######## game_input_pio_flat ########
### M1 wires, game_input_pio_flat

Scale bar: 50 um. Supply wires on this layer in grey.
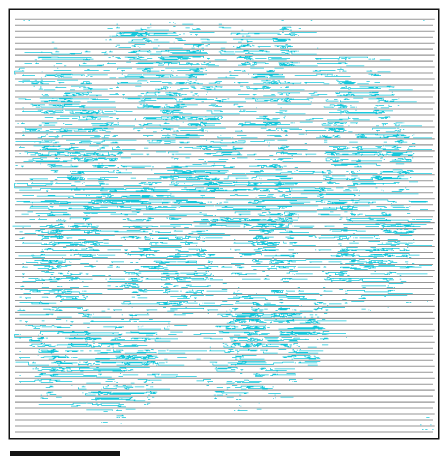

**config.mk**
```make
export PLATFORM = sky130hd
export DESIGN_NAME = game_input_pio_flat
export DESIGN_NICKNAME = d
export VERILOG_FILES = /design/src/rtl/game_input_pio_if.sv /design/src/rtl/game_input_pio.sv /design/src/flat_wrapper.sv
export SDC_FILE = /design/constraint.sdc
export NUM_CORES = 1
export LEC_CHECK = 0
export CORE_MARGIN = 2
export CORE_UTILIZATION = 40
export CTS_CLUSTER_SIZE = 10
export DETAILED_ROUTE_END_ITERATION = 7
export SETUP_SLACK_MARGIN = 0.3
export SYNTH_ARGS = -nofsm -noshare
export SYNTH_HDL_FRONTEND = slang
export SYNTH_SLANG_ARGS = --single-unit
```
**constraint.sdc**
```tcl
create_clock -name clk_clk -period 3.9 [get_ports clk_clk]
set_input_delay 1.17 -clock clk_clk [delete_from_list [all_inputs] [get_ports clk_clk]]
set_output_delay 1.17 -clock clk_clk [all_outputs]
set_load 0.1 [all_outputs]
```
**src/rtl/game_input_pio_if.sv**
```systemverilog
// Avalon-MM slave bus plus interrupt line for the game button PIO.
// The host side (fabric/testbench) uses master; the PIO uses slave.
interface game_input_pio_if;
  logic [1:0]  avs_address;
  logic        avs_read;
  logic        avs_write;
  logic [31:0] avs_writedata;
  logic [31:0] avs_readdata;
  logic        irq;

  modport master (
    output avs_address,
    output avs_read,
    output avs_write,
    output avs_writedata,
    input  avs_readdata,
    input  irq
  );

  modport slave (
    input  avs_address,
    input  avs_read,
    input  avs_write,
    input  avs_writedata,
    output avs_readdata,
    output irq
  );
endinterface

```
**src/rtl/game_input_pio.sv**
```systemverilog
// N-channel button PIO: sync, debounce, press/release capture, autorepeat,
// Avalon-MM register file with a level interrupt.
module game_input_pio #(
  parameter int              N_CH          = 5,
  parameter int              DEBOUNCE_CYC  = 500000,
  parameter int              REPEAT_DELAY  = 25000000,
  parameter int              REPEAT_PERIOD = 5000000,
  parameter logic [N_CH-1:0] INVERT        = '1
) (
  input  logic            clk_clk,
  input  logic            reset_reset,
  input  logic [N_CH-1:0] btn_in,
  output logic [N_CH-1:0] btn_level,
  game_input_pio_if.slave avs
);

  localparam int DBW  = $clog2(DEBOUNCE_CYC);
  localparam int RMAX = (REPEAT_DELAY > REPEAT_PERIOD) ?
                        REPEAT_DELAY : REPEAT_PERIOD;
  localparam int RPW  = $clog2(RMAX);

  localparam logic [DBW-1:0] DB_LAST = DBW'(DEBOUNCE_CYC - 1);
  localparam logic [RPW-1:0] RD_LAST = RPW'(REPEAT_DELAY - 1);
  localparam logic [RPW-1:0] RP_LAST = RPW'(REPEAT_PERIOD - 1);

  logic [N_CH-1:0] r_sync1;
  logic [N_CH-1:0] r_sync2;
  logic [N_CH-1:0] r_lvl;
  logic [DBW-1:0]  r_dcnt [N_CH];
  logic [RPW-1:0]  r_rcnt [N_CH];
  logic [N_CH-1:0] r_rper;
  logic [N_CH-1:0] r_mask;
  logic [N_CH-1:0] r_edge;
  logic [1:0]      r_ctrl;
  logic            r_irq;
  logic [31:0]     r_rdata;

  logic [N_CH-1:0] w_diff;
  logic [N_CH-1:0] w_tog;
  logic [N_CH-1:0] w_press;
  logic [N_CH-1:0] w_rel;
  logic [N_CH-1:0] w_rep;
  logic [N_CH-1:0] w_ev;
  logic [N_CH-1:0] w_w1c;
  logic [N_CH-1:0] w_wd;
  logic [31:0]     w_rd;
  logic            w_wr_mask;
  logic            w_wr_edge;
  logic            w_wr_ctrl;
  logic            w_unused;

  assign w_wd      = avs.avs_writedata[N_CH-1:0];
  assign w_wr_mask = avs.avs_write && (avs.avs_address == 2'd1);
  assign w_wr_edge = avs.avs_write && (avs.avs_address == 2'd2);
  assign w_wr_ctrl = avs.avs_write && (avs.avs_address == 2'd3);
  assign w_w1c     = w_wr_edge ? w_wd : '0;
  assign w_unused  = ^avs.avs_writedata;

  assign w_diff  = r_sync2 ^ r_lvl;
  assign w_press = w_tog & ~r_lvl;
  assign w_rel   = w_tog & r_lvl & {N_CH{r_ctrl[0]}};
  assign w_ev    = w_press | w_rel | w_rep;

  // Per-channel debounce terminal count and autorepeat firing
  always_comb begin
    w_tog = '0;
    w_rep = '0;
    for (int i = 0; i < N_CH; i++) begin
      w_tog[i] = w_diff[i] && (r_dcnt[i] == DB_LAST);
      w_rep[i] = r_ctrl[1] && r_lvl[i] &&
                 (r_rcnt[i] == (r_rper[i] ? RP_LAST : RD_LAST));
    end
  end

  always_comb begin
    w_rd = '0;
    unique case (avs.avs_address)
      2'd0:    w_rd[N_CH-1:0] = r_lvl;
      2'd1:    w_rd[N_CH-1:0] = r_mask;
      2'd2:    w_rd[N_CH-1:0] = r_edge;
      2'd3:    w_rd[1:0]      = r_ctrl;
      default: w_rd = '0;
    endcase
  end

  always_ff @(posedge clk_clk) begin
    if (reset_reset) begin
      r_sync1 <= '0;
      r_sync2 <= '0;
      r_lvl   <= '0;
      r_rper  <= '0;
      r_mask  <= '0;
      r_edge  <= '0;
      r_ctrl  <= '0;
      r_irq   <= 1'b0;
      r_rdata <= '0;
      for (int i = 0; i < N_CH; i++) begin
        r_dcnt[i] <= '0;
        r_rcnt[i] <= '0;
      end
    end else begin
      r_sync1 <= btn_in ^ INVERT;
      r_sync2 <= r_sync1;
      r_lvl   <= r_lvl ^ w_tog;
      for (int i = 0; i < N_CH; i++) begin
        if (!w_diff[i] || w_tog[i]) begin
          r_dcnt[i] <= '0;
        end else begin
          r_dcnt[i] <= r_dcnt[i] + 1'b1;
        end
        // Idle or disabled channels park at the start of the delay phase
        if (!r_lvl[i] || !r_ctrl[1]) begin
          r_rcnt[i] <= '0;
          r_rper[i] <= 1'b0;
        end else if (w_rep[i]) begin
          r_rcnt[i] <= '0;
          r_rper[i] <= 1'b1;
        end else begin
          r_rcnt[i] <= r_rcnt[i] + 1'b1;
        end
      end
      if (w_wr_mask) r_mask <= w_wd;
      if (w_wr_ctrl) r_ctrl <= avs.avs_writedata[1:0];
      r_edge  <= (r_edge & ~w_w1c) | w_ev;
      r_irq   <= |(r_edge & r_mask);
      r_rdata <= avs.avs_read ? w_rd : '0;
    end
  end

  assign btn_level        = r_lvl;
  assign avs.avs_readdata = r_rdata;
  assign avs.irq          = r_irq;

endmodule
```
**src/flat_wrapper.sv**
```systemverilog
// flat-port wrapper written by rule: the top's interface ports become plain ports
module game_input_pio_flat 
#(
  parameter int              N_CH          = 5,
  parameter int              DEBOUNCE_CYC  = 500000,
  parameter int              REPEAT_DELAY  = 25000000,
  parameter int              REPEAT_PERIOD = 5000000,
  parameter logic [N_CH-1:0] INVERT        = '1
)
  (clk_clk, reset_reset, btn_in, btn_level, avs_avs_address, avs_avs_read, avs_avs_write, avs_avs_writedata, avs_avs_readdata, avs_irq);
  game_input_pio_if avs_i ();
  input  logic clk_clk;
  input  logic reset_reset;
  input  logic [N_CH-1:0] btn_in;
  output logic [N_CH-1:0] btn_level;
  input wire logic [$bits(avs_i.avs_address)-1:0] avs_avs_address;
  input wire logic [$bits(avs_i.avs_read)-1:0] avs_avs_read;
  input wire logic [$bits(avs_i.avs_write)-1:0] avs_avs_write;
  input wire logic [$bits(avs_i.avs_writedata)-1:0] avs_avs_writedata;
  output wire logic [$bits(avs_i.avs_readdata)-1:0] avs_avs_readdata;
  output wire logic [$bits(avs_i.irq)-1:0] avs_irq;
  assign avs_i.avs_address = avs_avs_address;
  assign avs_i.avs_read = avs_avs_read;
  assign avs_i.avs_write = avs_avs_write;
  assign avs_i.avs_writedata = avs_avs_writedata;
  assign avs_avs_readdata = avs_i.avs_readdata;
  assign avs_irq = avs_i.irq;
  game_input_pio #(.N_CH(N_CH), .DEBOUNCE_CYC(DEBOUNCE_CYC), .REPEAT_DELAY(REPEAT_DELAY), .REPEAT_PERIOD(REPEAT_PERIOD), .INVERT(INVERT)) u_core (.clk_clk(clk_clk), .reset_reset(reset_reset), .btn_in(btn_in), .btn_level(btn_level), .avs(avs_i));
endmodule
```
######## instr_mem_loader_flat ########
### config.mk
export PLATFORM = sky130hd
export DESIGN_NAME = instr_mem_loader_flat
export DESIGN_NICKNAME = d
export VERILOG_FILES = /design/src/rtl/instr_mem_loader_if.sv /design/src/rtl/instr_mem_loader.sv /design/src/flat_wrapper.sv
export SDC_FILE = /design/constraint.sdc
export NUM_CORES = 1
export LEC_CHECK = 0
export ABC_AREA = 1
export CAP_MARGIN = 5
export CORE_UTILIZATION = 54
export CTS_CLUSTER_SIZE = 14
export DETAILED_ROUTE_END_ITERATION = 10
export PLACE_DENSITY = 0.84
export SLEW_MARGIN = 15
export SYNTH_ARGS = -nofsm -noshare
export SYNTH_HDL_FRONTEND = slang
export SYNTH_SLANG_ARGS = --single-unit
### constraint.sdc
create_clock -name clk -period 3.3 [get_ports clk]
set_input_delay 0.495 -clock clk [delete_from_list [all_inputs] [get_ports clk]]
set_output_delay 0.495 -clock clk [all_outputs]
set_load 0.05 [all_outputs]
### src/rtl/instr_mem_loader_if.sv
// Byte-stream input and instruction-memory write port of the loader.
// The loader side is the slave; the host/byte link and memory port side is the master.
interface instr_mem_loader_if;
   // A byte moves on a rising edge when byte_valid && byte_ready. The loader
   // raises byte_ready from its state alone. The source holds byte_data stable
   // until the transfer completes.
   logic        byte_valid;
   logic [7:0]  byte_data;
   logic        byte_ready;
   logic        InsMemRW;
   logic [15:0] IAddress;
   logic [15:0] IData;

   modport slave (
      input  byte_valid,
      input  byte_data,
      output byte_ready,
      output InsMemRW,
      output IAddress,
      output IData
   );

   modport master (
      output byte_valid,
      output byte_data,
      input  byte_ready,
      input  InsMemRW,
      input  IAddress,
      input  IData
   );
endinterface

### src/rtl/instr_mem_loader.sv
// Loads instruction memory from a little-endian byte stream: a 16-bit word
// count, then that many 16-bit words, each written to the next address.
module instr_mem_loader #(
   parameter int DEPTH = 64
) (
   input  logic                      clk,
   input  logic                      rst,
   input  logic                      start,
   instr_mem_loader_if.slave         bus,
   output logic                      busy,
   output logic                      cpu_hold,
   output logic                      done,
   output logic                      err,
   output logic [2:0]                dbg_state
);

   typedef enum logic [2:0] {
      IDLE   = 3'd0,
      HDR_LO = 3'd1,
      HDR_HI = 3'd2,
      DAT_LO = 3'd3,
      DAT_HI = 3'd4,
      WRITE  = 3'd5,
      DONE   = 3'd6,
      ERR    = 3'd7
   } state_t;

   localparam logic [16:0] DEPTH_W = 17'(DEPTH);

   state_t      state;
   state_t      state_nxt;
   logic [15:0] count;
   logic [6:0]  counter;
   logic [6:0]  counter_inc;
   logic [15:0] hdr_count;
   logic [15:0] addr;
   logic [15:0] data;
   logic        xfer;
   logic        idle_like;
   logic        can_start;

   assign idle_like   = (state == IDLE) || (state == DONE) || (state == ERR);
   assign can_start   = start && idle_like;
   assign xfer        = bus.byte_valid && bus.byte_ready;
   assign counter_inc = counter + 7'd1;
   assign hdr_count   = {bus.byte_data, count[7:0]};

   always_ff @(posedge clk) begin
      if (rst) begin
         state <= IDLE;
      end else begin
         state <= state_nxt;
      end
   end

   always_comb begin
      state_nxt = state;
      case (state)
         IDLE, DONE, ERR: begin
            if (start) state_nxt = HDR_LO;
         end
         HDR_LO: begin
            if (xfer) state_nxt = HDR_HI;
         end
         HDR_HI: begin
            if (xfer) begin
               if (hdr_count == 16'd0)                 state_nxt = DONE;
               else if ({1'b0, hdr_count} > DEPTH_W)   state_nxt = ERR;
               else                                    state_nxt = DAT_LO;
            end
         end
         DAT_LO: begin
            if (xfer) state_nxt = DAT_HI;
         end
         DAT_HI: begin
            if (xfer) state_nxt = WRITE;
         end
         WRITE: begin
            if ({9'b0, counter_inc} == count) state_nxt = DONE;
            else                              state_nxt = DAT_LO;
         end
         default: state_nxt = IDLE;
      endcase
   end

   // The address is captured with the high byte so that it still shows the
   // last written word after the counter has moved on.
   always_ff @(posedge clk) begin
      if (rst) begin
         count   <= 16'd0;
         counter <= 7'd0;
         addr    <= 16'd0;
         data    <= 16'd0;
      end else begin
         if (can_start) begin
            count   <= 16'd0;
            counter <= 7'd0;
            addr    <= 16'd0;
         end
         if (xfer) begin
            case (state)
               HDR_LO: count[7:0]  <= bus.byte_data;
               HDR_HI: count[15:8] <= bus.byte_data;
               DAT_LO: data[7:0]   <= bus.byte_data;
               DAT_HI: begin
                  data[15:8] <= bus.byte_data;
                  addr       <= {9'b0, counter};
               end
               default: ;
            endcase
         end
         if (state == WRITE) counter <= counter_inc;
      end
   end

   assign bus.byte_ready = (state == HDR_LO) || (state == HDR_HI) ||
                           (state == DAT_LO) || (state == DAT_HI);
   assign bus.InsMemRW   = (state == WRITE);
   assign bus.IAddress   = addr;
   assign bus.IData      = data;
   assign busy           = !idle_like;
   assign cpu_hold       = !idle_like;
   assign done           = (state == DONE);
   assign err            = (state == ERR);
   assign dbg_state      = state;

endmodule

### src/flat_wrapper.sv
// flat-port wrapper written by rule: the top's interface ports become plain ports
module instr_mem_loader_flat 
#(
   parameter int DEPTH = 64
)
  (clk, rst, start, busy, cpu_hold, done, err, dbg_state, bus_byte_valid, bus_byte_data, bus_byte_ready, bus_InsMemRW, bus_IAddress, bus_IData);
  instr_mem_loader_if bus_i ();
  input  logic clk;
  input  logic rst;
  input  logic start;
  output logic busy;
  output logic cpu_hold;
  output logic done;
  output logic err;
  output logic [2:0] dbg_state;
  input wire logic [$bits(bus_i.byte_valid)-1:0] bus_byte_valid;
  input wire logic [$bits(bus_i.byte_data)-1:0] bus_byte_data;
  output wire logic [$bits(bus_i.byte_ready)-1:0] bus_byte_ready;
  output wire logic [$bits(bus_i.InsMemRW)-1:0] bus_InsMemRW;
  output wire logic [$bits(bus_i.IAddress)-1:0] bus_IAddress;
  output wire logic [$bits(bus_i.IData)-1:0] bus_IData;
  assign bus_i.byte_valid = bus_byte_valid;
  assign bus_i.byte_data = bus_byte_data;
  assign bus_byte_ready = bus_i.byte_ready;
  assign bus_InsMemRW = bus_i.InsMemRW;
  assign bus_IAddress = bus_i.IAddress;
  assign bus_IData = bus_i.IData;
  instr_mem_loader #(.DEPTH(DEPTH)) u_core (.clk(clk), .rst(rst), .start(start), .bus(bus_i), .busy(busy), .cpu_hold(cpu_hold), .done(done), .err(err), .dbg_state(dbg_state));
endmodule
######## rom_port_arbiter ########
File: src/rtl/rom_port_arbiter.sv
// rom_port_arbiter: round-robin share of one genrom read port (mem_*) between req0/req1 requesters, with ackN grant, validN/dataN/errN response and busy
module rom_port_arbiter #(
  parameter int MEM_ADDR = 5,
  parameter int MEM_EXTRA = 4,
  parameter int DW = 8,
  parameter int ROM_LATENCY = 1
) (
  input  logic                         clk,
  input  logic                         reset,
  input  logic                         req0,
  input  logic                         req1,
  input  logic [MEM_ADDR:0]            addr0,
  input  logic [MEM_ADDR:0]            addr1,
  input  logic [MEM_EXTRA-1:0]         extra0,
  input  logic [MEM_EXTRA-1:0]         extra1,
  input  logic [MEM_ADDR:0]            lb0,
  input  logic [MEM_ADDR:0]            lb1,
  input  logic [MEM_ADDR:0]            ub0,
  input  logic [MEM_ADDR:0]            ub1,
  output logic                         ack0,
  output logic                         ack1,
  output logic                         valid0,
  output logic                         valid1,
  output logic [(2**MEM_EXTRA)*DW-1:0] data0,
  output logic [(2**MEM_EXTRA)*DW-1:0] data1,
  output logic                         err0,
  output logic                         err1,
  output logic [MEM_ADDR:0]            mem_addr,
  output logic [MEM_EXTRA-1:0]         mem_extra,
  output logic [MEM_ADDR:0]            mem_lower_bound,
  output logic [MEM_ADDR:0]            mem_upper_bound,
  input  logic [(2**MEM_EXTRA)*DW-1:0] mem_data,
  input  logic                         mem_error,
  output logic                         busy
);
  localparam logic [1:0] IDLE = 2'd0, WAIT = 2'd1, RESP = 2'd2;
  logic [1:0] state;
  logic [3:0] cnt;
  logic       last_grant, gnt, win;
  always_comb win = (req0 && req1) ? ~last_grant : req1;
  assign busy = state != IDLE;
  always_ff @(posedge clk)
    if (reset) begin
      state <= IDLE;
      cnt <= '0;
      last_grant <= 1'b1;
      gnt <= 1'b0;
      {ack0, ack1, valid0, valid1, err0, err1} <= '0;
      data0 <= '0;
      data1 <= '0;
      mem_addr <= '0;
      mem_extra <= '0;
      mem_lower_bound <= '0;
      mem_upper_bound <= '1;
    end else begin
      {ack0, ack1, valid0, valid1} <= '0;
      if (state == IDLE && (req0 || req1)) begin
        ack0 <= ~win;
        ack1 <= win;
        mem_addr <= win ? addr1 : addr0;
        mem_extra <= win ? extra1 : extra0;
        mem_lower_bound <= win ? lb1 : lb0;
        mem_upper_bound <= win ? ub1 : ub0;
        last_grant <= win;
        gnt <= win;
        cnt <= 4'(ROM_LATENCY);
        state <= WAIT;
      end else if (state == WAIT) begin
        cnt <= cnt - 4'd1;
        state <= cnt == 4'd1 ? RESP : WAIT;
      end else if (state == RESP) begin
        if (gnt) {data1, err1, valid1} <= {mem_data, mem_error, 1'b1};
        else {data0, err0, valid0} <= {mem_data, mem_error, 1'b1};
        state <= IDLE;
      end
    end
endmodule
File: config.mk
export PLATFORM = sky130hd
export DESIGN_NAME = rom_port_arbiter
export DESIGN_NICKNAME = d
export VERILOG_FILES = /design/src/rtl/rom_port_arbiter.sv
export SDC_FILE = /design/constraint.sdc
export NUM_CORES = 1
export LEC_CHECK = 0
export CORE_ASPECT_RATIO = 1.1
export CORE_MARGIN = 5
export CORE_UTILIZATION = 35
export DETAILED_ROUTE_END_ITERATION = 10
export PLACE_DENSITY = 0.72
export SLEW_MARGIN = 20
export SYNTH_ARGS = -nofsm -noshare
export SYNTH_HDL_FRONTEND = slang
export SYNTH_SLANG_ARGS = --single-unit
export TNS_END_PERCENT = 50
File: constraint.sdc
create_clock -name clk -period 3 [get_ports clk]
set_input_delay 0.6 -clock clk [delete_from_list [all_inputs] [get_ports clk]]
set_output_delay 0.6 -clock clk [all_outputs]
set_load 0.005 [all_outputs]
######## mips_cpu_muldiv_flat ########
`src/rtl/mips_cpu_muldiv_if.sv`:
```
// Request/result bundle between the execute-stage control path and the
// HI/LO multiply/divide unit.
interface mips_cpu_muldiv_if #(
  parameter int WIDTH = 32
);
  logic             start;
  logic [2:0]       op;
  logic [WIDTH-1:0] a;
  logic [WIDTH-1:0] b;
  logic             busy;
  logic             done;
  logic [WIDTH-1:0] hi;
  logic [WIDTH-1:0] lo;

  modport master (output start, op, a, b, input busy, done, hi, lo);
  modport slave  (input start, op, a, b, output busy, done, hi, lo);
endinterface

```
`src/rtl/mips_cpu_muldiv.sv`:
```
// Iterative MIPS multiply/divide unit owning the HI/LO pair.
// Shift-add multiply and restoring divide, one bit per cycle, on operand
// magnitudes; signs are reapplied in a single FIX cycle.
// Optional build macro MULDIV_FAST_MULT_EN: MULT/MULTU skip RUN and use a
// combinational multiplier (one busy cycle); divide timing is unchanged.
module mips_cpu_muldiv #(
  parameter int WIDTH = 32
) (
  input  logic             clk,
  input  logic             reset,
  mips_cpu_muldiv_if.slave bus
);
  localparam int CW = (WIDTH > 1) ? $clog2(WIDTH) : 1;

  typedef enum logic [1:0] {IDLE, RUN, FIX} state_t;

  state_t           state;
  logic [WIDTH-1:0] phi;     // product upper half / partial remainder
  logic [WIDTH-1:0] plo;     // multiplier bits / dividend-then-quotient
  logic [WIDTH-1:0] opb;     // multiplicand or divisor magnitude
  logic [WIDTH-1:0] a_raw;   // original rs bits, needed for divide-by-zero HI
  logic             sa, sb;  // operand signs (always 0 for unsigned ops)
  logic             is_div;
  logic             bzero;
  logic [CW-1:0]    cnt;

  // Operand decode: signedness and magnitudes at issue time
  logic             arith, signed_op, a_neg, b_neg;
  logic [WIDTH-1:0] amag, bmag;
  always_comb begin
    arith     = ~bus.op[2];
    signed_op = arith & ~bus.op[0];
    a_neg     = signed_op & bus.a[WIDTH-1];
    b_neg     = signed_op & bus.b[WIDTH-1];
    amag      = a_neg ? -bus.a : bus.a;
    bmag      = b_neg ? -bus.b : bus.b;
  end

  // One iteration of either datapath
  logic [WIDTH:0] msum, dsh, ddiff;
  logic           dge;
  always_comb begin
    msum  = {1'b0, phi} + {1'b0, (plo[0] ? opb : {WIDTH{1'b0}})};
    dsh   = {phi, plo[WIDTH-1]};
    ddiff = dsh - {1'b0, opb};
    // remainder < divisor keeps a non-wrapping difference below 2^WIDTH,
    // so the top bit is exactly the borrow
    dge   = ~ddiff[WIDTH];
  end

  // Sign correction applied in FIX
  logic [2*WIDTH-1:0] prod_c;
  logic [WIDTH-1:0]   q_c, r_c;
  always_comb begin
    prod_c = (sa ^ sb) ? -{phi, plo} : {phi, plo};
    q_c    = (sa ^ sb) ? -plo : plo;
    r_c    = sa ? -phi : phi;
  end

`ifdef MULDIV_FAST_MULT_EN
  // Magnitude product; FIX reapplies the sign just like the iterative path
  logic [2*WIDTH-1:0] fprod;
  always_comb fprod = {{WIDTH{1'b0}}, amag} * {{WIDTH{1'b0}}, bmag};
`endif

  // Control FSM and HI/LO state, all outputs registered
  always_ff @(posedge clk) begin
    if (reset) begin
      state    <= IDLE;
      bus.busy <= 1'b0;
      bus.done <= 1'b0;
      bus.hi   <= '0;
      bus.lo   <= '0;
      phi      <= '0;
      plo      <= '0;
      opb      <= '0;
      a_raw    <= '0;
      sa       <= 1'b0;
      sb       <= 1'b0;
      is_div   <= 1'b0;
      bzero    <= 1'b0;
      cnt      <= '0;
    end else begin
      bus.done <= 1'b0;
      case (state)
        IDLE: begin
          if (bus.start) begin
            if (arith) begin
              sa       <= a_neg;
              sb       <= b_neg;
              is_div   <= bus.op[1];
              bzero    <= (bus.b == '0);
              a_raw    <= bus.a;
              opb      <= bmag;
              phi      <= '0;
              plo      <= amag;
              cnt      <= CW'(WIDTH - 1);
              bus.busy <= 1'b1;
              state    <= RUN;
`ifdef MULDIV_FAST_MULT_EN
              if (!bus.op[1]) begin
                {phi, plo} <= fprod;
                state      <= FIX;
              end
`endif
            end else if (bus.op == 3'd4) begin
              bus.hi <= bus.a;
            end else if (bus.op == 3'd5) begin
              bus.lo <= bus.a;
            end
          end
        end
        RUN: begin
          if (is_div) begin
            phi <= dge ? ddiff[WIDTH-1:0] : dsh[WIDTH-1:0];
            plo <= {plo[WIDTH-2:0], dge};
          end else begin
            {phi, plo} <= {msum, plo[WIDTH-1:1]};
          end
          cnt <= cnt - 1'b1;
          if (cnt == '0) state <= FIX;
        end
        FIX: begin
          if (!is_div) begin
            {bus.hi, bus.lo} <= prod_c;
          end else if (bzero) begin
            bus.hi <= a_raw;
            bus.lo <= '1;
          end else begin
            bus.hi <= r_c;
            bus.lo <= q_c;
          end
          bus.done <= 1'b1;
          bus.busy <= 1'b0;
          state    <= IDLE;
        end
        default: state <= IDLE;
      endcase
    end
  end
endmodule

```
`src/flat_wrapper.sv`:
```
// flat-port wrapper written by rule: the top's interface ports become plain ports
module mips_cpu_muldiv_flat 
#(
  parameter int WIDTH = 32
)
  (clk, reset, bus_start, bus_op, bus_a, bus_b, bus_busy, bus_done, bus_hi, bus_lo);
  mips_cpu_muldiv_if #(.WIDTH(WIDTH)) bus_i ();
  input  logic clk;
  input  logic reset;
  input wire logic [$bits(bus_i.start)-1:0] bus_start;
  input wire logic [$bits(bus_i.op)-1:0] bus_op;
  input wire logic [$bits(bus_i.a)-1:0] bus_a;
  input wire logic [$bits(bus_i.b)-1:0] bus_b;
  output wire logic [$bits(bus_i.busy)-1:0] bus_busy;
  output wire logic [$bits(bus_i.done)-1:0] bus_done;
  output wire logic [$bits(bus_i.hi)-1:0] bus_hi;
  output wire logic [$bits(bus_i.lo)-1:0] bus_lo;
  assign bus_i.start = bus_start;
  assign bus_i.op = bus_op;
  assign bus_i.a = bus_a;
  assign bus_i.b = bus_b;
  assign bus_busy = bus_i.busy;
  assign bus_done = bus_i.done;
  assign bus_hi = bus_i.hi;
  assign bus_lo = bus_i.lo;
  mips_cpu_muldiv #(.WIDTH(WIDTH)) u_core (.clk(clk), .reset(reset), .bus(bus_i));
endmodule
```
`config.mk`:
```
export PLATFORM = sky130hd
export DESIGN_NAME = mips_cpu_muldiv_flat
export DESIGN_NICKNAME = d
export VERILOG_FILES = /design/src/rtl/mips_cpu_muldiv_if.sv /design/src/rtl/mips_cpu_muldiv.sv /design/src/flat_wrapper.sv
export SDC_FILE = /design/constraint.sdc
export NUM_CORES = 1
export LEC_CHECK = 0
export CAP_MARGIN = 20
export CELL_PAD_IN_SITES_DETAIL_PLACEMENT = 1
export CELL_PAD_IN_SITES_GLOBAL_PLACEMENT = 2
export CORE_AREA = 10 10 229 231
export DETAILED_ROUTE_END_ITERATION = 8
export DIE_AREA = 0 0 239 241
export GPL_TIMING_DRIVEN = 0
export PLACE_DENSITY_LB_ADDON = 0.1
export SLEW_MARGIN = 40
export SYNTH_ARGS = -nofsm -noshare
export SYNTH_HDL_FRONTEND = slang
export SYNTH_SLANG_ARGS = --single-unit
```
`constraint.sdc`:
```
create_clock -name clk -period 3.6 [get_ports clk]
set_clock_uncertainty 0.05 [all_clocks]
set_input_delay 0.36 -clock clk [delete_from_list [all_inputs] [get_ports clk]]
set_output_delay 0.36 -clock clk [all_outputs]
set_load 0.02 [all_outputs]
```
######## fa_32b ########
===== src/rtl/fa_32b.sv =====
// rtl/fa_32b.sv - 32-bit ripple-carry adder with registered sum and carry out

module fa_1b (
  input  logic a,
  input  logic b,
  input  logic c_i,
  output logic s,
  output logic c_o
);

  logic p;

  assign p   = a ^ b;
  assign s   = p ^ c_i;
  assign c_o = (a & b) | (c_i & p);

endmodule

module fa_32b (
  input  logic        clk,
  input  logic        rst_n,
  input  logic [31:0] a,
  input  logic [31:0] b,
  input  logic        c_in,
  output logic [31:0] s,
  output logic        c_out
);

  logic [32:0] c;
  logic [31:0] sum;

  assign c[0] = c_in;

  // c[i+1] ripples from stage i into stage i+1; c[32] is the true unsigned carry
  for (genvar i = 0; i < 32; i++) begin : g_ripple
    fa_1b u_fa (
      .a   (a[i]),
      .b   (b[i]),
      .c_i (c[i]),
      .s   (sum[i]),
      .c_o (c[i+1])
    );
  end

  always_ff @(posedge clk or negedge rst_n) begin
    if (!rst_n) begin
      s     <= '0;
      c_out <= 1'b0;
    end else begin
      s     <= sum;
      c_out <= c[32];
    end
  end

endmodule


===== config.mk =====
export PLATFORM = sky130hd
export DESIGN_NAME = fa_32b
export DESIGN_NICKNAME = d
export VERILOG_FILES = /design/src/rtl/fa_32b.sv
export SDC_FILE = /design/constraint.sdc
export NUM_CORES = 1
export LEC_CHECK = 0
export CAP_MARGIN = 5
export CORE_MARGIN = 2
export CORE_UTILIZATION = 32
export CTS_CLUSTER_SIZE = 24
export DETAILED_ROUTE_END_ITERATION = 10
export PLACE_DENSITY = 0.74
export SLEW_MARGIN = 10
export SYNTH_ARGS = -nofsm -noshare
export SYNTH_HDL_FRONTEND = slang
export SYNTH_HIERARCHICAL = 1
export SYNTH_SLANG_ARGS = --single-unit

===== constraint.sdc =====
create_clock -name clk -period 0.8 [get_ports clk]
set_input_delay 0.16 -clock clk [delete_from_list [all_inputs] [get_ports clk]]
set_output_delay 0.16 -clock clk [all_outputs]
set_load 0.005 [all_outputs]


## Gallery

Met4 routing.
Supply wires on this layer in grey.
panel A
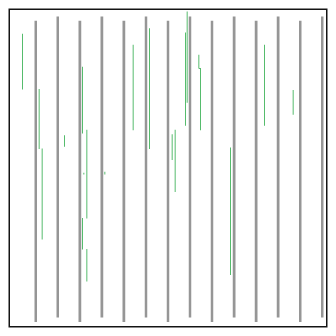
panel B
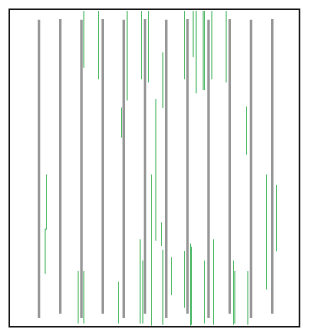
panel C
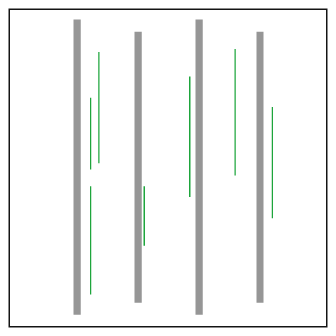
panel D
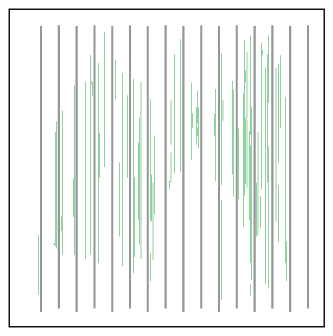
| from | picture |
|---|---|
| game_input_pio_flat | panel A |
| mips_cpu_muldiv_flat | panel D |
| rom_port_arbiter | panel B |
| instr_mem_loader_flat | panel C |

### The metal 3 layer, game_input_pio_flat

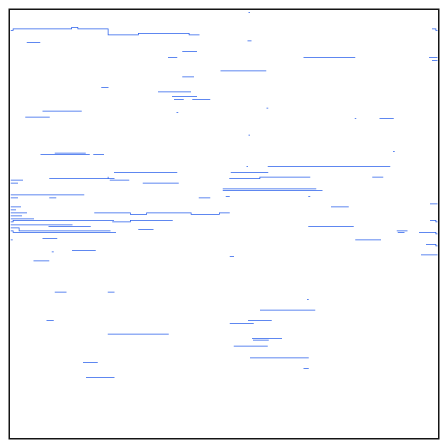
- wire length on this layer: 1210 um
- share of all routed wire: 4.2%
met3 Use GR: 0.0285
DRT Wirelength: 29100 um
vias: 11100

About 'M1 wires' of game_input_pio_flat:
- nets with wire on the layer: 1587
- share of all routed wire: 48%
GRT met1 Usage: 0.220

==> job_summary.md, game_input_pio_flat <==
## Implementation flow summary

| Metric | Value |
|---|---|
| Status | `complete, no violations` |
| CTS root buf | `clkbuf_16` |
| Met2 Use GR | `0.245` |
| CP top delay family | `simple AND/OR/NAND/NOR gates` |
| Crit path from | `u_core.r_dcnt[4][14]` |
| CTS Hold Buffers Added | `0` |
| Comb area | `around 7500 um^2` |
| Int Pwr | `4.73 mW` |
| Synth Instances | `~1400` |
| Worst r2r src | `u_core.r_dcnt[4][14]` |
| Hold endpoint | `u_core.r_sync2[0]` |
| Maximum VDD drop | `0.358 mV` |
| Worst reg2reg path endpoint | `u_core.r_dcnt[4][5]` |
| Largest regs | `u_core.r_rcnt x125, u_core.r_dcnt x95` |
| Buf/Inv on CP | `0` |
| Crit-path max cell delay | `0.68 ns` |
| Synthesized registers | `258` |
| FFs & Latches | `258` |
| Crit. path cell count | `4` |
| Largest family of logic cells by area | `simple AND/OR/NAND/NOR gates` |
| HP Start | `u_core.r_sync1[0]` |
| Clk_skew | `0.0251 ns` |
| Slew Limit Headroom | `0.352` |
| Peak Freq | `362 MHz` |
| Port Buffer Count | `26` |
| Slew @ Worst Pin | `0.972 ns` |
| Largest reg by FF count | `u_core.r_rcnt` |
| Final nets | `between 1500 and 2000` |
| Top FF cell, synth | `edfxtp_1` |
| Cell Area, Placed | `15900 um^2` |
| CP Cell Sequence | `or4b_2 > nor4_1 > a211o_1 > nor2_1` |
| XOR/XNOR share of the synthesized area | `0.0784` |
| Vias in the first global route | `10300` |
| Detail Route Antenna Nets | `0` |
| Number of vias per cell | `5.17` |
| Cell area after synthesis | `14500 um^2` |
| Most used routing layer | `met2` |
| Number of cells on the worst hold path | `1` |
| Post-Place Setup Slack | `0.811 ns` |
| Flop pwr share | `0.517` |
| #MultiIn Comb | `1284` |
| Post-DP HPWL | `20500 um` |
| Fp_density | `0.408` |
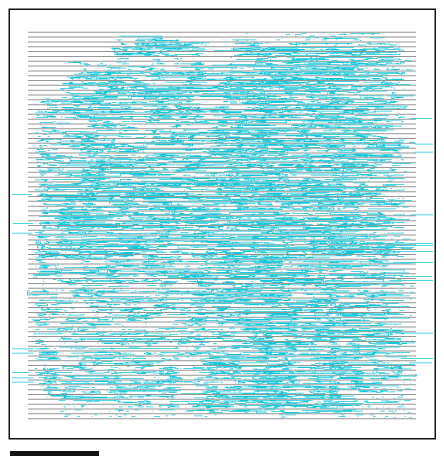
*M1 wires, mips_cpu_muldiv_flat*
Scale bar: 50 um. Supply wires on this layer in grey.
- wire length on this layer: 35.9 mm
- share of all routed wire: 43%
DRT Wirelength: 82700 um
GRT met1 Usage: 0.349
vias: 17900

==> job_summary.md, mips_cpu_muldiv_flat <==
## Implementation flow summary

| Metric | Value |
|---|---|
| Status | `complete, no violations` |
| Yosys top cell by area | `dfxtp_1` |
| Share of cells above drive strength 1 | `0.0708` |
| Htree depth | `1` |
| Clock Path Buffers | `3` |
| Design area | `19400 um^2` |
| Mux frac, synth | `0.0263` |
| Synth Warn # | `0` |
| XOR/XNOR share of the synthesized area | `0.0999` |
| WL met2 | `roughly 38000 um` |
| Non-Clock Buffer Count | `about 320` |
| Number of cells on the worst hold path | `3` |
| Synth Instances | `2211` |
| Power density over cell area | `387 nW/um^2` |
| Commonest Layout Cell | `nor2_1` |
| CP top delay family | `simple AND/OR/NAND/NOR gates` |
| Combinational share of cell area | `0.579` |
| Post-CTS Setup Bufs | `6` |
| CP Max Fanout | `10` |
| Static Leak | `between 7 and 8 nW` |
| Fp_density | `0.339` |
| Cell Area, Placed | `18200 um^2` |
| Final nets | `2523` |
| Period utilization | `0.983` |
| Core box area | `approximately 48000 um^2` |
| Number of vias per cell | `5.95` |
| Total grt overflow | `0` |
| Ys cells | `around 2200` |
| FFs & Latches | `205` |
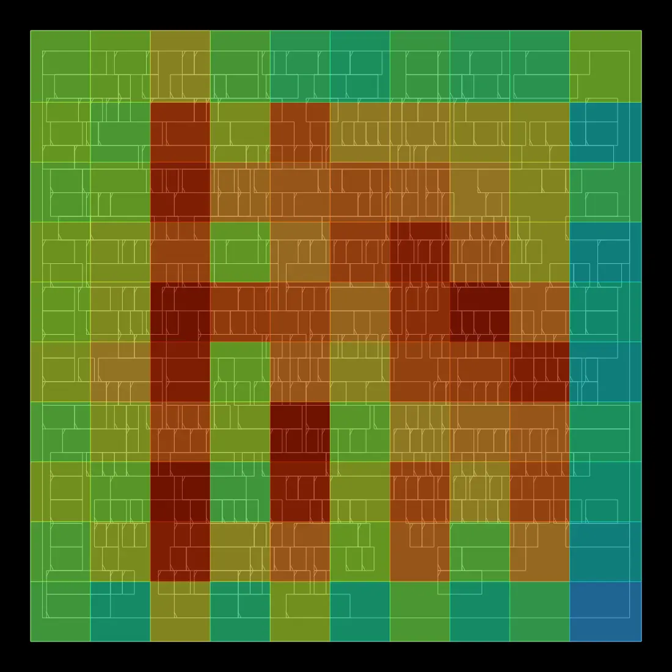
*Congestion heat map, instr_mem_loader_flat*
Final Util: 0.744
met3 Use GR: 0.0707

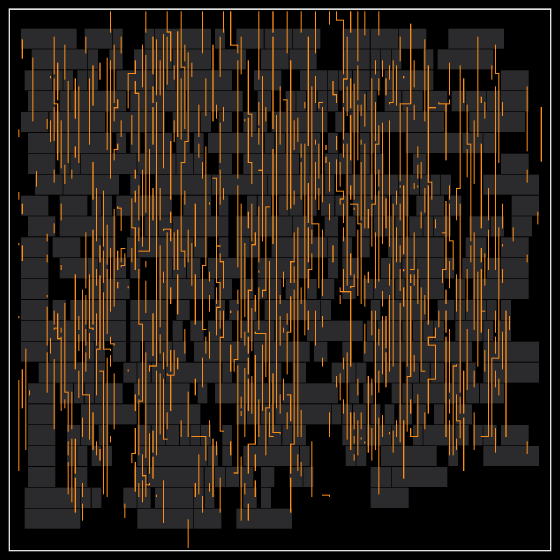
*Signal wires on met2, instr_mem_loader_flat*
- main direction: vertical
- wire length on this layer: 3030 um
met2 Use GR: 0.454
DRT Wirelength: 6310 um

==> job_summary.md, instr_mem_loader_flat <==
## Implementation flow summary

| Metric | Value |
|---|---|
| Status | `complete, no violations` |
| Synth Instances | `358` |
| Arrival time worst endpoint | `2.09 ns` |
| GRT met1 Usage | `0.303` |
| Ao+oa area frac | `0.174` |
| Placer's final routability congestion estimate | `between 0.9 and 1` |
| P_sw | `1.03 mW` |
| Drt drc | `0` |
| First-pass detailed-route iteration total | `4` |
| CP Data Required Time | `2.80 ns` |
| Top cells by count | `72 x nand2_1, 67 x nor2_1, 58 x dfxtp_1` |
| Final Critical Period | `~2.6 ns` |
| Placed insts | `452` |
| Top-count cell post-synth | `nand2_1` |
| Setup violators final | `0` |
| Post-DP HPWL | `4260 um` |
| Clk cell area share | `0.0667` |
| Adders+Majority by Area | `0.00496` |
| # diodes | `0` |
| Final nets | `around 420` |
| Flop2flop setup slack | `1.49 ns` |
| Ys cells | `358` |
| Combinational group share of total power | `0.379` |
| Num CTS Buffers | `9` |
| Crit-path max cell delay | `0.81 ns` |
| Non-Clock Buffer Count | `55` |
| Flop pwr share | `0.338` |
| Clock power frac | `0.283` |
| Hold endpoint | `u_core.bus.IAddress[7]` |
| RSZ-0062 raised after global routing | `no` |
| Biggest Area Class | `multi-input combinational cells` |
| EDFF count, synth | `0` |
| Max Slew Vio Count | `0` |
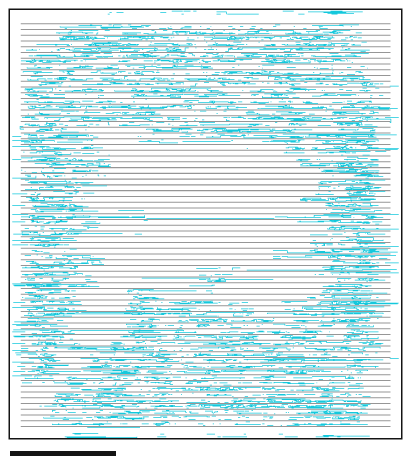
*M1 wires, rom_port_arbiter*
Scale bar: 50 um. Supply wires on this layer in grey.
- wire length on this layer: 14000 um
- share of all routed wire: 38%
- longest straight run: 60.3 um
- main direction: horizontal
- nets with wire on the layer: 1658
vias: 9987
DRT Wirelength: 36500 um
GRT met1 Usage: 0.207

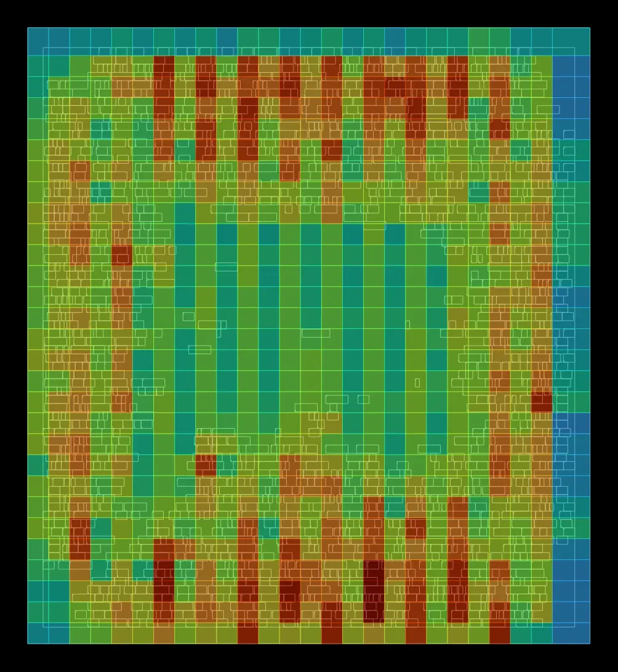
*Congestion heat map, rom_port_arbiter*
Final Util: 0.528
All-Layer GR Usage: 0.183

==> job_summary.md, rom_port_arbiter <==
## Implementation flow summary

| Metric | Value |
|---|---|
| Power Clock | `4.15 mW` |
| Number of cells on the worst hold path | `2` |
| Rows | `70` |
| Yosys top cell by area | `dfxtp_1` |
| Clock buf count | `about 43` |
| Largest regs | `data0 x128, data1 x128` |
| Htree depth | `1` |
| CP endpoint | `busy` |
| Total grt overflow | `0` |
| Filler cell count | `3058` |
| Die Area | `37400 um^2` |
| Adders+Majority by Area | `0.00531` |
| Post-CTS Setup Bufs | `0` |
| Floorplan Nets | `1446` |
| Most used routing layer | `met2` |
| Flop pwr share | `0.449` |
| Area Growth Syn to Fin | `49.2%` |
| Chip Area, Yosys | `11800 um^2` |
| Slew Limit Headroom | `0.617` |
| Top-area cell share | `0.496` |
| Drt wl/cell | `17.1 um` |
| Status | `complete, no violations` |
| Combinational share of cell area | `0.296` |
| Drt drc | `0` |
| Max Cap Viol | `0` |
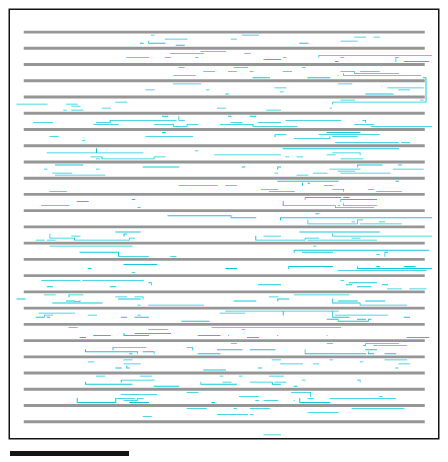
*M1 wires, fa_32b*
Scale bar: 20 um. Supply wires on this layer in grey.
- longest straight run: 25.3 um
- nets with wire on the layer: 214
- main direction: horizontal
- share of all routed wire: 34%
- wire length on this layer: 1180 um
vias: 973
DRT Wirelength: 3520 um
GRT met1 Usage: 0.179

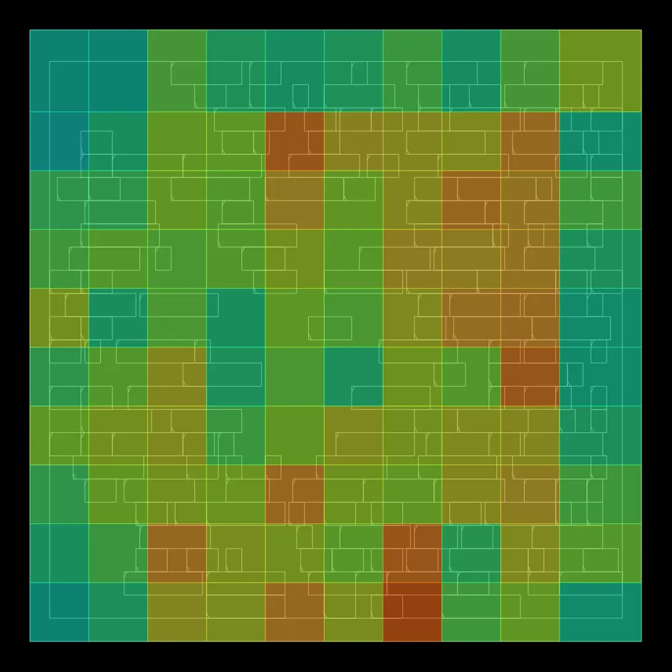
*Congestion heat map, fa_32b*
most used routing layer: met2
met3 Use GR: 0.0675
met2 Use GR: 0.277
All-Layer GR Usage: 0.159

==> job_summary.md, fa_32b <==
## Implementation flow summary

| Metric | Value |
|---|---|
| Status | `finished, violations left` |
| Failing checks | `setup timing` |
| Largest family of logic cells by area | `adder cells` |
| Final worst slack | `-10.65 ns` |
| Setup violators final | `65` |
| Biggest Area Class | `buffers` |
| Cell Type Count | `2` |
| Cell Area, Placed | `2620 um^2` |
| Adders+Majority by Area | `0.437` |
| Crit-path max cell delay | `between 0.5 and 0.6 ns` |
| Slew Limit Headroom | `0.876` |
| Design area | `2550 um^2` |
| Total power | `4.66 mW` |
| Global-route wire length before repair | `5990 um` |
| Number of cells on the worst hold path | `2` |

######## drive_cmd_arbiter ########
### M1 wires, drive_cmd_arbiter

Scale bar: 20 um. Supply wires on this layer in grey.
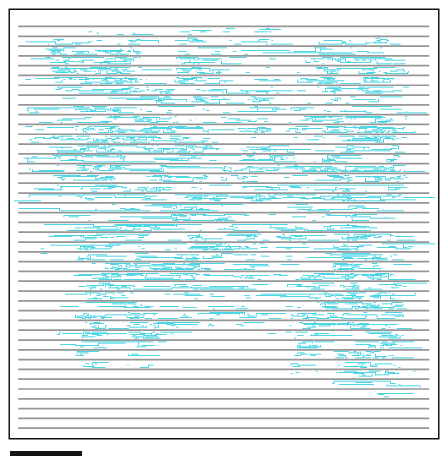
### Signal wires on met2, drive_cmd_arbiter

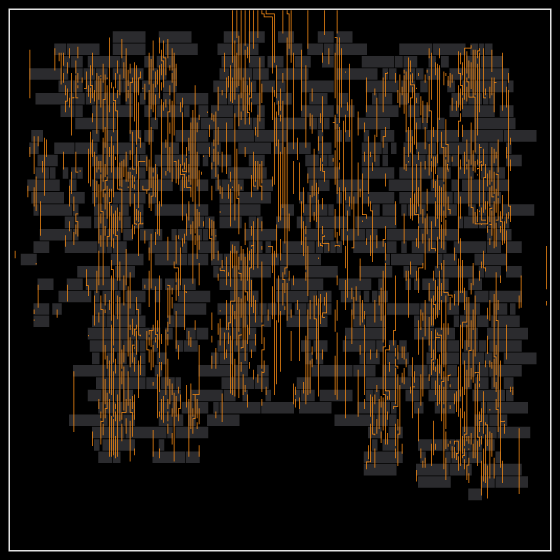
==> config.mk <==
export PLATFORM = sky130hd
export DESIGN_NAME = drive_cmd_arbiter
export DESIGN_NICKNAME = d
export VERILOG_FILES = /design/src/rtl/drive_pkg.sv /design/src/rtl/drive_tx_sched.sv /design/src/rtl/drive_cmd_arbiter.sv
export SDC_FILE = /design/constraint.sdc
export NUM_CORES = 1
export LEC_CHECK = 0
export CAP_MARGIN = 20
export CORE_MARGIN = 2
export CORE_UTILIZATION = 43
export DETAILED_ROUTE_END_ITERATION = 8
export PLACE_DENSITY = 0.69
export SYNTH_ARGS = -nofsm -noshare
export SYNTH_HDL_FRONTEND = slang
export SYNTH_SLANG_ARGS = --single-unit
==> constraint.sdc <==
create_clock -name clk_50 -period 5.1 [get_ports clk_50]
set_clock_uncertainty 0.2 [all_clocks]
set_input_delay 0.51 -clock clk_50 [delete_from_list [all_inputs] [get_ports clk_50]]
set_output_delay 0.51 -clock clk_50 [all_outputs]
set_load 0.05 [all_outputs]
==> src/rtl/drive_pkg.sv <==
// Purpose: shared types, IR/camera code constants and small decode helpers for the drive arbiter.
// Latency: n/a (types and pure functions only).
// Backpressure: n/a.
package drive_pkg;

  // Arbitration states; the encoding is also the externally visible `mode`.
  typedef enum logic [1:0] {
    ST_IDLE   = 2'd0,
    ST_MANUAL = 2'd1,
    ST_TRACK  = 2'd2
  } arb_state_t;

  typedef enum logic [1:0] {
    DIR_STOP  = 2'b00,
    DIR_FWD   = 2'b01,
    DIR_LEFT  = 2'b10,
    DIR_RIGHT = 2'b11
  } dir_t;

  // Drive code as carried on tx_state: {spd, dir}.
  typedef struct packed {
    logic [1:0] spd;
    dir_t       dir;
  } drive_code_t;

  localparam logic [7:0] IR_FWD   = 8'h02;
  localparam logic [7:0] IR_LEFT  = 8'h04;
  localparam logic [7:0] IR_RIGHT = 8'h06;
  localparam logic [7:0] IR_STOP  = 8'h05;
  localparam logic [7:0] IR_AUTO  = 8'h0C;

  localparam logic [2:0] CAM_NONE   = 3'd0;
  localparam logic [2:0] CAM_LEFT   = 3'd1;
  localparam logic [2:0] CAM_CENTRE = 3'd2;
  localparam logic [2:0] CAM_RIGHT  = 3'd3;

  // Only meaningful for the three movement codes; callers qualify first.
  function automatic dir_t ir_to_dir(input logic [7:0] code);
    case (code)
      IR_LEFT:  return DIR_LEFT;
      IR_RIGHT: return DIR_RIGHT;
      default:  return DIR_FWD;
    endcase
  endfunction

  function automatic logic cam_is_target(input logic [2:0] cam);
    return (cam == CAM_LEFT) || (cam == CAM_CENTRE) || (cam == CAM_RIGHT);
  endfunction

  // Centre means drive straight at the target.
  function automatic dir_t cam_to_dir(input logic [2:0] cam);
    case (cam)
      CAM_LEFT:  return DIR_LEFT;
      CAM_RIGHT: return DIR_RIGHT;
      default:   return DIR_FWD;
    endcase
  endfunction

endpackage

==> src/rtl/drive_tx_sched.sv <==
// Purpose: decides when the desired drive code is offered to the UART/JSON transmitter.
// Latency: desired change seen in cycle N -> tx_valid in N+1 when the gap has expired.
// Backpressure: tx_state frozen while tx_valid is high; keepalive is deferred, never dropped.
//
// Ports: clk_50/reset (sync, active-high), desired (4-bit drive code), tx_ready in;
//        tx_valid, tx_state out.
module drive_tx_sched
  import drive_pkg::*;
#(
  parameter int MIN_GAP_CYCLES   = 2_500_000,
  parameter int KEEPALIVE_CYCLES = 25_000_000
) (
  input  logic       clk_50,
  input  logic       reset,
  input  logic [3:0] desired,
  input  logic       tx_ready,
  output logic       tx_valid,
  output logic [3:0] tx_state
);

  localparam int GAP_W = $clog2(MIN_GAP_CYCLES + 1);
  localparam int KA_W  = $clog2(KEEPALIVE_CYCLES + 1);
  localparam logic [GAP_W-1:0] GAP_LOAD = GAP_W'(MIN_GAP_CYCLES);
  localparam logic [KA_W-1:0]  KA_LOAD  = KA_W'(KEEPALIVE_CYCLES);

  logic [3:0]       last_sent;
  logic [GAP_W-1:0] gap_cnt;
  logic [KA_W-1:0]  ka_cnt;
  logic             handshake;
  logic             launch;

  assign handshake = tx_valid & tx_ready;

  // A new offer needs an empty slot and an expired gap; it is triggered either
  // by a changed command or by the keepalive timer having run down.
  assign launch = !tx_valid && (gap_cnt == '0) &&
                  ((desired != last_sent) || (ka_cnt == '0));

  always_ff @(posedge clk_50) begin
    if (reset) begin
      tx_valid  <= 1'b0;
      tx_state  <= 4'h0;
      last_sent <= 4'h0;
      gap_cnt   <= '0;
      ka_cnt    <= KA_LOAD;
    end else if (handshake) begin
      last_sent <= tx_state;
      tx_valid  <= 1'b0;
      gap_cnt   <= GAP_LOAD;
      ka_cnt    <= KA_LOAD;
    end else begin
      if (launch) begin
        tx_valid <= 1'b1;
        tx_state <= desired;
      end
      // Both timers saturate at zero so a pending keepalive stays due.
      if (gap_cnt != '0) gap_cnt <= gap_cnt - GAP_W'(1);
      if (ka_cnt != '0)  ka_cnt  <= ka_cnt - KA_W'(1);
    end
  end

endmodule

==> src/rtl/drive_cmd_arbiter.sv <==
// Purpose: arbitrates IR manual, camera tracking and mic speed into one drive code for the transmitter.
// Latency: ir_valid in cycle N -> mode/desired in N+1 -> tx_valid in N+2 (gap permitting).
// Backpressure: pending command is held until tx_ready; later changes collapse to the latest value.
//
// Ports: clk_50/reset (sync, active-high); ir_valid/ir_button, cam_direction/orange_detected,
//        speed, tx_ready in; tx_valid/tx_state (to transmitter), mode, auto_en out.
module drive_cmd_arbiter
  import drive_pkg::*;
#(
  parameter int IR_HOLD_CYCLES   = 50_000_000,
  parameter int CAM_LOST_CYCLES  = 12_500_000,
  parameter int MIN_GAP_CYCLES   = 2_500_000,
  parameter int KEEPALIVE_CYCLES = 25_000_000
) (
  input  logic       clk_50,
  input  logic       reset,
  input  logic       ir_valid,
  input  logic [7:0] ir_button,
  input  logic [2:0] cam_direction,
  input  logic       orange_detected,
  input  logic [1:0] speed,
  input  logic       tx_ready,
  output logic       tx_valid,
  output logic [3:0] tx_state,
  output logic [1:0] mode,
  output logic       auto_en
);

  localparam int HOLD_W = $clog2(IR_HOLD_CYCLES + 1);
  localparam int LOST_W = $clog2(CAM_LOST_CYCLES + 1);
  localparam logic [HOLD_W-1:0] HOLD_LOAD = HOLD_W'(IR_HOLD_CYCLES);
  localparam logic [LOST_W-1:0] LOST_LOAD = LOST_W'(CAM_LOST_CYCLES);

  arb_state_t        state;
  arb_state_t        state_nxt;
  dir_t              man_dir;
  dir_t              track_dir;
  logic [HOLD_W-1:0] hold_cnt;
  logic [LOST_W-1:0] lost_cnt;
  drive_code_t       desired;

  logic ir_move;
  logic ir_stop;
  logic ir_auto;
  logic cam_hit;

  assign ir_move = ir_valid && ((ir_button == IR_FWD) || (ir_button == IR_LEFT) ||
                                (ir_button == IR_RIGHT));
  assign ir_stop = ir_valid && (ir_button == IR_STOP);
  assign ir_auto = ir_valid && (ir_button == IR_AUTO);
  assign cam_hit = orange_detected && cam_is_target(cam_direction);

  // State register.
  always_ff @(posedge clk_50) begin
    if (reset) state <= ST_IDLE;
    else       state <= state_nxt;
  end

  // Next state. IR events are checked first so they win over camera events in
  // the same cycle. Timeouts compare against 1 so the state leaves on the very
  // edge where the counter steps to 0, i.e. exactly N cycles after the reload.
  always_comb begin
    state_nxt = state;
    if (ir_move) begin
      state_nxt = ST_MANUAL;
    end else if (ir_stop || ir_auto) begin
      state_nxt = ST_IDLE;
    end else begin
      case (state)
        ST_IDLE:   if (auto_en && cam_hit) state_nxt = ST_TRACK;
        ST_MANUAL: if (hold_cnt <= HOLD_W'(1)) state_nxt = ST_IDLE;
        ST_TRACK:  if (!cam_hit && (lost_cnt <= LOST_W'(1))) state_nxt = ST_IDLE;
        default:   state_nxt = ST_IDLE;
      endcase
    end
  end

  // Outputs of the FSM: visible mode and the command it wants on the wire.
  always_comb begin
    mode    = state;
    desired = '{spd: 2'b00, dir: DIR_STOP};
    case (state)
      ST_MANUAL: desired = '{spd: speed, dir: man_dir};
      ST_TRACK:  desired = '{spd: speed, dir: track_dir};
      default:   desired = '{spd: 2'b00, dir: DIR_STOP};
    endcase
  end

  // Latched directions and lifetime counters. The lost counter reloads on any
  // valid sighting; entry into TRACK always coincides with one, so it starts full.
  always_ff @(posedge clk_50) begin
    if (reset) begin
      auto_en   <= 1'b1;
      man_dir   <= DIR_STOP;
      track_dir <= DIR_STOP;
      hold_cnt  <= '0;
      lost_cnt  <= '0;
    end else begin
      if (ir_stop)      auto_en <= 1'b0;
      else if (ir_auto) auto_en <= 1'b1;

      if (ir_move) begin
        man_dir  <= ir_to_dir(ir_button);
        hold_cnt <= HOLD_LOAD;
      end else if (hold_cnt != '0) begin
        hold_cnt <= hold_cnt - HOLD_W'(1);
      end

      if (cam_hit) begin
        track_dir <= cam_to_dir(cam_direction);
        lost_cnt  <= LOST_LOAD;
      end else if (lost_cnt != '0) begin
        lost_cnt <= lost_cnt - LOST_W'(1);
      end
    end
  end

  drive_tx_sched #(
    .MIN_GAP_CYCLES  (MIN_GAP_CYCLES),
    .KEEPALIVE_CYCLES(KEEPALIVE_CYCLES)
  ) u_tx_sched (
    .clk_50  (clk_50),
    .reset   (reset),
    .desired (desired),
    .tx_ready(tx_ready),
    .tx_valid(tx_valid),
    .tx_state(tx_state)
  );

endmodule

==> job_summary.md <==
## Implementation flow summary

| Metric | Value |
|---|---|
| Status | `complete, no violations` |
| Post-DP HPWL | `8450 um` |
| Maximum VDD drop | `0.391 mV` |
| Floorplan Nets | `700` |
| Die Area | `14100 um^2` |
| Flop pwr share | `0.313` |
| Max Cap Viol | `0` |
| TAP cells | `around 170` |
| Total power | `4.36 mW` |
| CTS Hold Buffers Added | `0` |
| CP Cell Sequence | `nor4_1 > and4b_1 > nand2b_1 > a311oi_2 > mux2_2` |
| Cell Type Count | `approximately 53` |
| FFs & Latches | `about 110` |
| Combinational share of cell area | `0.487` |
| Fin Hold WS | `0.261 ns` |
| Mux frac, synth | `0.0201` |
| Post-Place Setup Slack | `1.76 ns` |
| CTS tree | `done` |
| Synthesized registers | `113` |
| Syn Area/Cell | `between 8 and 9 um^2` |
| Area Growth Syn to Fin | `16.8%` |
| Post-route met1 wirelength | `between 5000 and 6000 um` |
| DIE HEIGHT | `119 um` |
| Yosys top cell by area | `dfxtp_1` |
Notes on 'M1 wires' of drive_cmd_arbiter above:
- nets with wire on the layer: 676
- share of all routed wire: 47%
- longest straight run: 35.0 um
- main direction: horizontal
GRT met1 Usage: 0.239
DRT Wirelength: 12500 um

Notes on 'Signal wires on met2' of drive_cmd_arbiter above:
- main direction: vertical
- share of all routed wire: 47%
- nets with wire on the layer: 600
- wire length on this layer: 5870 um
vias: 4906
met2 Use GR: 0.297



==> screenshots <==
Congestion heat map.
(a)
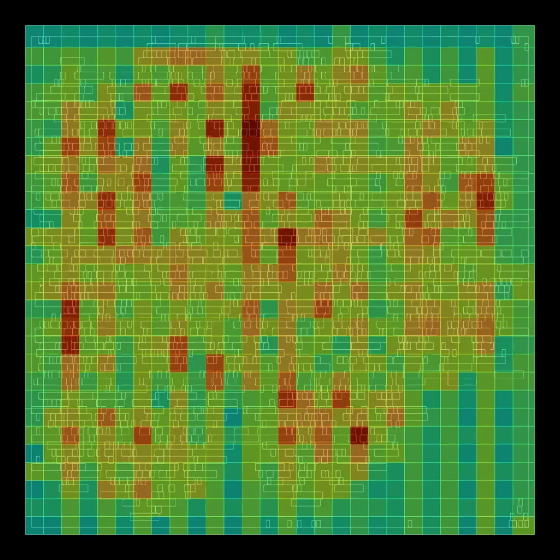
(b)
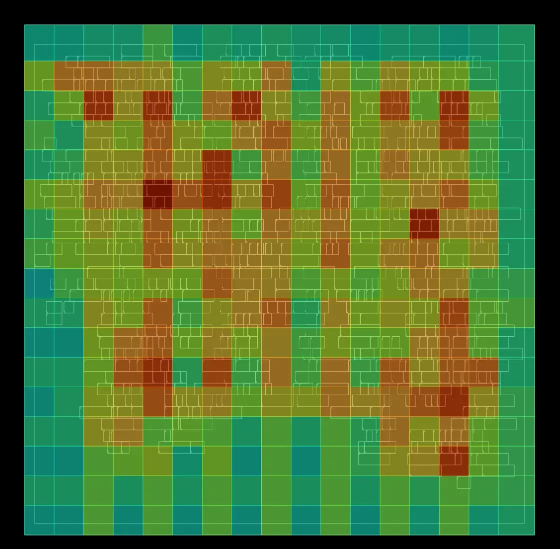
(c)
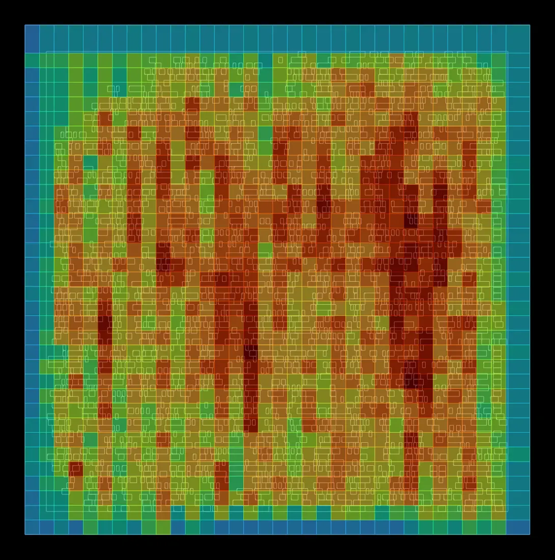
| picture | from |
|---|---|
| (a) | game_input_pio_flat |
| (b) | drive_cmd_arbiter |
| (c) | mips_cpu_muldiv_flat |

No activity file was given, so power comes from the tool's default toggle rates.
